######## block 1 ########
<file path="src/rtl/fp_norm_pack.sv">
// fp_norm_pack: normalise, round and pack the FP add/sub mantissa result
// into an IEEE-754 single-precision word, one operation at a time.
module fp_norm_pack #(
  parameter int EXP_W  = 8,
  parameter int FRAC_W = 23
) (
  input  logic                clk,
  input  logic                rst,
  input  logic                in_valid,
  output logic                in_ready,
  input  logic [FRAC_W+1:0]   mag,
  input  logic                sign_in,
  input  logic [EXP_W-1:0]    exp_in,
  output logic                out_valid,
  input  logic                out_ready,
  output logic [EXP_W+FRAC_W:0] result
);

  localparam int MW = FRAC_W + 2;
  localparam int XW = EXP_W + 2;
  localparam logic [XW-1:0] EMAX = XW'((1 << EXP_W) - 1);

  typedef enum logic [1:0] {
    IDLE,
    NORM,
    DONE
  } state_t;

  state_t              state, state_n;
  logic [MW-1:0]       mag_q, mag_n;
  logic [XW-1:0]       exp_q, exp_n;
  logic                sign_q, sign_n;
  logic [EXP_W+FRAC_W:0] res_q, res_n;
  logic                vld_q, vld_n;

  // carry path: shift right once, round to nearest even on the lost bit
  logic [MW-1:0]       m_sh, m_rnd, m_fin;
  logic [XW-1:0]       e_inc, e_fin;
  logic                guard;

  always_comb begin
    m_sh  = {1'b0, mag_q[MW-1:1]};
    guard = mag_q[0];
    e_inc = exp_q + XW'(1);
    m_rnd = m_sh + MW'(guard & m_sh[0]);
    m_fin = m_rnd;
    e_fin = e_inc;
    if (m_rnd[MW-1]) begin
      m_fin = {1'b0, m_rnd[MW-1:1]};
      e_fin = e_inc + XW'(1);
    end
  end

  assign in_ready  = (state == IDLE);
  assign out_valid = vld_q;
  assign result    = res_q;

  always_comb begin
    state_n = state;
    mag_n   = mag_q;
    exp_n   = exp_q;
    sign_n  = sign_q;
    res_n   = res_q;
    vld_n   = vld_q;
    unique case (state)
      IDLE: begin
        if (in_valid) begin
          mag_n   = mag;
          exp_n   = XW'(exp_in);
          sign_n  = sign_in;
          state_n = NORM;
        end
      end
      NORM: begin
        state_n = DONE;
        if (mag_q == '0) begin
          res_n = '0;
        end else if (mag_q[MW-1]) begin
          if (e_fin >= EMAX)
            res_n = {sign_q, {EXP_W{1'b1}}, {FRAC_W{1'b0}}};
          else
            res_n = {sign_q, e_fin[EXP_W-1:0], m_fin[FRAC_W-1:0]};
        end else if (mag_q[FRAC_W]) begin
          res_n = {sign_q, exp_q[EXP_W-1:0], mag_q[FRAC_W-1:0]};
        end else if (exp_q <= XW'(1)) begin
          res_n = {sign_q, {EXP_W{1'b0}}, mag_q[FRAC_W-1:0]};
        end else begin
          mag_n   = {mag_q[MW-2:0], 1'b0};
          exp_n   = exp_q - XW'(1);
          state_n = NORM;
        end
      end
      DONE: begin
        // valid rises one cycle after entry; drops on the handshake
        if (!vld_q) begin
          vld_n = 1'b1;
        end else if (out_ready) begin
          vld_n   = 1'b0;
          state_n = IDLE;
        end
      end
      default: state_n = IDLE;
    endcase
  end

  always_ff @(posedge clk) begin
    if (rst) begin
      state  <= IDLE;
      mag_q  <= '0;
      exp_q  <= '0;
      sign_q <= 1'b0;
      res_q  <= '0;
      vld_q  <= 1'b0;
    end else begin
      state  <= state_n;
      mag_q  <= mag_n;
      exp_q  <= exp_n;
      sign_q <= sign_n;
      res_q  <= res_n;
      vld_q  <= vld_n;
    end
  end

endmodule

</file>
<file path="config.mk">
export PLATFORM = sky130hd
export DESIGN_NAME = fp_norm_pack
export DESIGN_NICKNAME = d
export VERILOG_FILES = /design/src/rtl/fp_norm_pack.sv
export SDC_FILE = /design/constraint.sdc
export NUM_CORES = 1
export LEC_CHECK = 0
export CAP_MARGIN = 20
export CORE_ASPECT_RATIO = 0.75
export CORE_UTILIZATION = 58
export DETAILED_ROUTE_END_ITERATION = 6
export GPL_TIMING_DRIVEN = 1
export PLACE_DENSITY = 0.95
export SYNTH_ARGS = -nofsm -noshare
export SYNTH_HDL_FRONTEND = slang
export SYNTH_SLANG_ARGS = --single-unit
</file>
<file path="constraint.sdc">
create_clock -name clk -period 6.7 [get_ports clk]
set_input_delay 1.34 -clock clk [delete_from_list [all_inputs] [get_ports clk]]
set_output_delay 1.34 -clock clk [all_outputs]
set_load 0.01 [all_outputs]
</file>
Fig. 1: block 1, the metal 1 layer
Cells faint in the background.
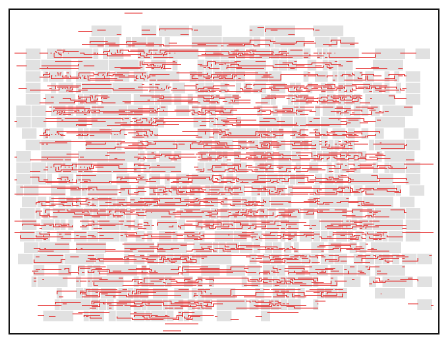
nets with wire on the layer	587
longest straight run	29.4 µm
met1 Use GR: 48.92%
vias after detailed routing: 4755
WL final: 13.13 mm

Fig. 2: block 1, met2 routing
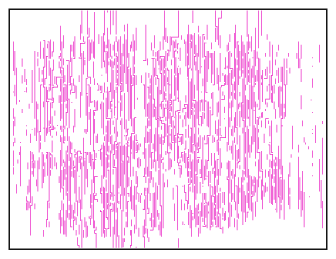
wire length on this layer	5730 µm
share of all routed wire	44%
grt met2 use: 49.93%

==> impl_metrics.ini <==
; implementation run metrics
[status]
status = finished with violations
failed_checks = DRC

[finish]
final_layout_top_logic_cell = dfxtp_1
area_growth_pct = 19.04
comb_share_pct = 51.25

[synth]
syn_inst = 587
ys_cells = 587

[clock_network]
clk_path_buf_depth = 2
root_buffer = clkbuf_8

[pwr]
sw_frac_of_total_pct = 44.40
clkPwrFrac_pct = 19.6
vdd_drop_max_mv = 0.2466

[setup_path]
cp_slowest_stage_delay_ns = 0.86
r2r_cells = 10

[floorplan]
fp_util_pct = 62.02
die_h_um = 77.07
chipArea_mm2 = 0.007868

[sta]
tightest_slew_ns = 1.125
fin_crit_sh_pct = 52.78

[place]
hpwl_mm = 9.154

[global_route]
grt-ovfl-total = 0
antenna_found_initial = 0

[route]
drc = 2

[job]
drv_cap = 0
Fig. 3: block 1, signal wires on met3
Cells faint in the background.
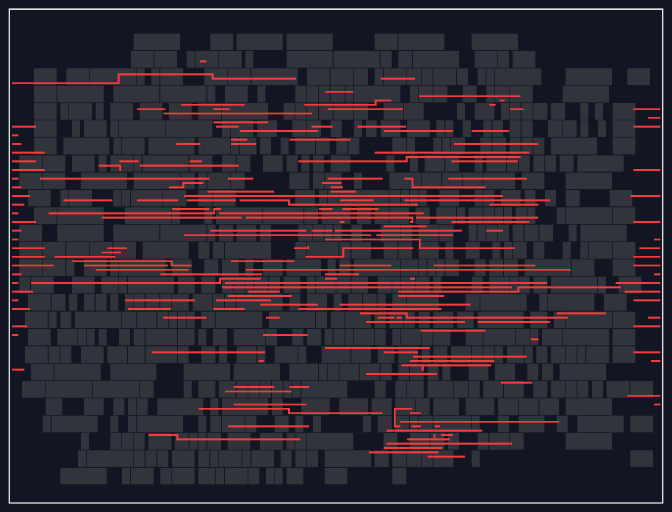
wire length on this layer	1770 µm
longest straight run	50.6 µm
nets with wire on the layer	124
share of all routed wire	14%
main direction	horizontal
met3 Use GR: 9.663%

-- cells by family (layout without fill, tap and decap cells) --
group,after synthesis,count (layout)
AND/OR/NAND/NOR,261,261
AND-OR/OR-AND,143,143
flip-flops,71,71
buffers and inverters,70,102
XOR/XNOR,34,34
adder cells (fa/ha/maj),5,5
multiplexers,3,3
-- final timing paths --
path                                  from         end  slack, ns
worst max-delay path              in_valid    mag_q[5]       3.16
worst min-delay path            result[31]  result[31]       0.47
worst max register to register    exp_q[0]  result[25]       3.27
worst min register to register  result[31]  result[31]       0.47
-- critical path, delay by kind of cell --
family | cells | cell delay [ns]
buf+inv | 2 | 0.81
simple gates | 2 | 0.93
compound gates | 2 | 0.66
-- metrics by stage --
step | util (%) | area, µm²
after CTS | 73.45 | 5161
after detailed placement | 70.76 | 4972
after floorplan | - | 4358
final | 73.82 | 5187
after global routing | 73.82 | 5187
after global placement | 70.76 | 4972
-- power by group through the flow --
stage,sequential [W],combinational (W),clock [W]
after floorplan,0.000560,0.000533,0
after global placement,0.000653,0.000625,0
after detailed placement,0.000659,0.000647,0
after CTS,0.000650,0.000655,0.000329
after global routing,0.000669,0.000743,0.000348
final,0.000661,0.000683,0.000328

######## block 2 ########
**src/rtl/regwrite_arbiter.sv**
```systemverilog
// Register-file write-port arbiter: grants one of NREQ writeback sources per cycle with lock support.
// Define REGWR_RR_ARB_EN for round-robin priority; otherwise requester 0 has fixed highest priority.
module regwrite_arbiter #(
   parameter int NREQ     = 3,
   parameter int AW       = 5,
   parameter int DW       = 32,
   parameter int LOCK_MAX = 4
) (
   input  logic               clk,
   input  logic               reset,
   input  logic [NREQ-1:0]    req,
   input  logic [NREQ-1:0]    lock,
   input  logic [NREQ*AW-1:0] addr,
   input  logic [NREQ*DW-1:0] data,
   output logic [NREQ-1:0]    gnt,
   output logic               wr_en,
   output logic [AW-1:0]      wr_addr,
   output logic [DW-1:0]      wr_data,
   output logic               busy
);

   localparam int PW = (NREQ > 1) ? $clog2(NREQ) : 1;
   localparam logic [3:0] LMAX = 4'(LOCK_MAX);

   typedef enum logic [1:0] {IDLE, GRANT, LOCKED} state_t;

   state_t          state, state_n;
   logic [PW-1:0]   ptr, ptr_n;
   logic [3:0]      lock_cnt, lock_cnt_n;
   logic [NREQ-1:0] elig, gnt_n;
   logic            found, relock, wr_en_n;
   logic [PW-1:0]   win;
   logic [AW-1:0]   win_addr, wr_addr_n;
   logic [DW-1:0]   win_data, wr_data_n;

   // The current holder only competes again through lock, and only below the lock limit.
   always_comb begin
      elig = '0;
      for (int i = 0; i < NREQ; i++)
         elig[i] = req[i] & (~gnt[i] | (lock[i] & (lock_cnt < LMAX)));
   end

   always_comb begin : pick
      int idx;
      idx   = 0;
      found = 1'b0;
      win   = '0;
`ifdef REGWR_RR_ARB_EN
      for (int k = 0; k < NREQ; k++) begin
         idx = (int'(ptr) + k) % NREQ;
         if (!found && elig[idx]) begin
            found = 1'b1;
            win   = PW'(idx);
         end
      end
`else
      for (int k = NREQ - 1; k >= 0; k--) begin
         if (elig[k]) begin
            found = 1'b1;
            win   = PW'(k);
         end
      end
`endif
   end

   assign win_addr = addr[int'(win)*AW +: AW];
   assign win_data = data[int'(win)*DW +: DW];
   // A winner that already holds gnt can only have got there through lock.
   assign relock   = found & gnt[win];

   always_ff @(posedge clk or posedge reset) begin
      if (reset) state <= IDLE;
      else       state <= state_n;
   end

   always_comb begin
      state_n = state;
      if (!found)      state_n = IDLE;
      else if (relock) state_n = LOCKED;
      else             state_n = GRANT;
   end

   always_comb begin
      gnt_n      = '0;
      wr_en_n    = 1'b0;
      wr_addr_n  = wr_addr;
      wr_data_n  = wr_data;
      lock_cnt_n = '0;
      ptr_n      = ptr;
      if (state_n != IDLE) begin
         gnt_n      = NREQ'(1) << win;
         wr_en_n    = (win_addr != '0);
         wr_addr_n  = win_addr;
         wr_data_n  = win_data;
         lock_cnt_n = (state_n == LOCKED) ? lock_cnt + 4'd1 : 4'd1;
         ptr_n      = (int'(win) == NREQ - 1) ? '0 : win + 1'b1;
      end
   end

   always_ff @(posedge clk or posedge reset) begin
      if (reset) begin
         gnt      <= '0;
         wr_en    <= 1'b0;
         wr_addr  <= '0;
         wr_data  <= '0;
         busy     <= 1'b0;
         lock_cnt <= '0;
         ptr      <= '0;
      end else begin
         gnt      <= gnt_n;
         wr_en    <= wr_en_n;
         wr_addr  <= wr_addr_n;
         wr_data  <= wr_data_n;
         busy     <= |gnt_n;
         lock_cnt <= lock_cnt_n;
         ptr      <= ptr_n;
      end
   end

endmodule

```
**config.mk**
```make
export PLATFORM = sky130hd
export DESIGN_NAME = regwrite_arbiter
export DESIGN_NICKNAME = d
export VERILOG_FILES = /design/src/rtl/regwrite_arbiter.sv
export SDC_FILE = /design/constraint.sdc
export NUM_CORES = 1
export LEC_CHECK = 0
export ABC_CLOCK_PERIOD_IN_PS = 2000
export CAP_MARGIN = 20
export CORE_ASPECT_RATIO = 1.4
export CORE_MARGIN = 3
export CORE_UTILIZATION = 31
export CTS_CLUSTER_SIZE = 25
export DETAILED_ROUTE_END_ITERATION = 10
export PLACE_DENSITY = 0.76
export SYNTH_ARGS = -nofsm -noshare
export SYNTH_HDL_FRONTEND = slang
export SYNTH_SLANG_ARGS = --single-unit
```
**constraint.sdc**
```tcl
create_clock -name clk -period 2 [get_ports clk]
set_clock_uncertainty 0.15 [all_clocks]
set_input_delay 0.2 -clock clk [delete_from_list [all_inputs] [get_ports clk]]
set_output_delay 0.2 -clock clk [all_outputs]
set_load 0.02 [all_outputs]
```
Fig. 4: block 2, the metal 1 layer
Cells faint in the background.
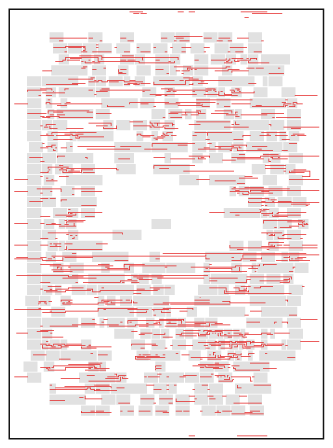
longest straight run	38.2 µm
nets with wire on the layer	419
wire length on this layer	2730 µm
main direction	horizontal
WL final: 7.459 mm
vias after detailed routing: 2370

==> impl_metrics.ini <==
; implementation run metrics
[status]
status = complete, no violations

[synth]
ys_cells = 208
topCellsByArea = dfrtp_1 (52%), a22oi_1 (22%), o21ai_1 (6.3%), o21ai_0 (2.3%), buf_2 (1.8%)
logic_family = AND-OR/OR-AND gates

[place]
dpl_worst_slack_ns = -0.2152
placedInstanceArea_mm2 = 0.003991
io_buffer_count = 160

[sta]
fin_crit_ns = 1.887

[setup_path]
slowest_stage = dfrtp_1
cp_slowest_stage_delay_ns = 0.42
crit_required_ns = 2.01
crit_path_start_kind = flop
crit_fanout = 5
r2r_end = wr_en

[pwr]
clkPwrFrac_pct = 17.9
p_int_w = 0.002077
seqPwrFrac_pct = 38.9
sw_frac_of_total_pct = 32.63

[floorplan]
io_pins = 161

[finish]
n_antenna_cell = 0
area_growth_pct = 84.26
fin_cells = 463

[clock_network]
hold_buffers = 0
cts_tree = done
## per-layer routing
metal	track usage, %	routed length, µm
met5	0	0
met4	5.344	84
met3	5.169	541
met2	33.68	4105
met1	18.74	2728
## layout make-up
type	instances	area [µm²]
clock buffer	6	82.58
sequential	46	1151
timing repair buffer	177	1767
fill	623	2659
tap	92	115.1
multi-input combinational	139	958.4
inverter	3	11.26
## flip-flops by register name, indices dropped and copies added (netlist names)
signal and flops:
busy 1, wr_en 1, lock_cnt 4, wr_data 32
gnt 3, wr_addr 5
## power by group through the flow
stage | registers, W | clock network (W) | logic, W
finish | 0.00120 | 0.000553 | 0.00133
CTS | 0.00120 | 0.000571 | 0.00134
floorplan | 0.00142 | 0 | 0.000406
global placement | 0.00121 | 0 | 0.00132
global route | 0.00123 | 0.000614 | 0.00143
detailed placement | 0.00122 | 0 | 0.00134
## worst register-to-register path: cells and delay by family, from the launching register on
family	cells	cell delay, ns
AND-OR/OR-AND	4	0.81
flip-flops	1	0.42
AND/OR/NAND/NOR	2	0.37
## repair_timing
item	in CTS	in global routing
endpoints found under the setup margin	0	3
resized	0	1
setup buffers	0	1


## Gallery

Routing congestion.
image #1
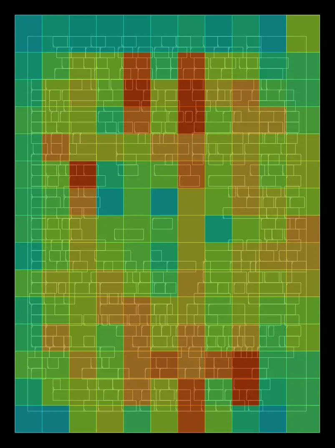
image #2
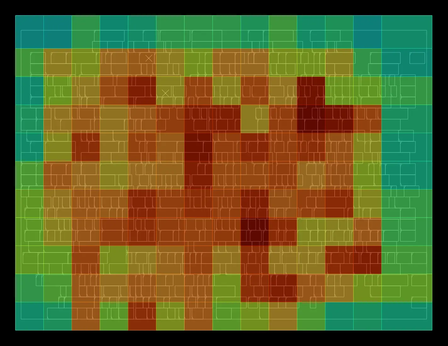
block 2: image #1
block 1: image #2
- highest track usage: image #2
- highest utilization: image #2

Power and IR drop assume default switching activity.
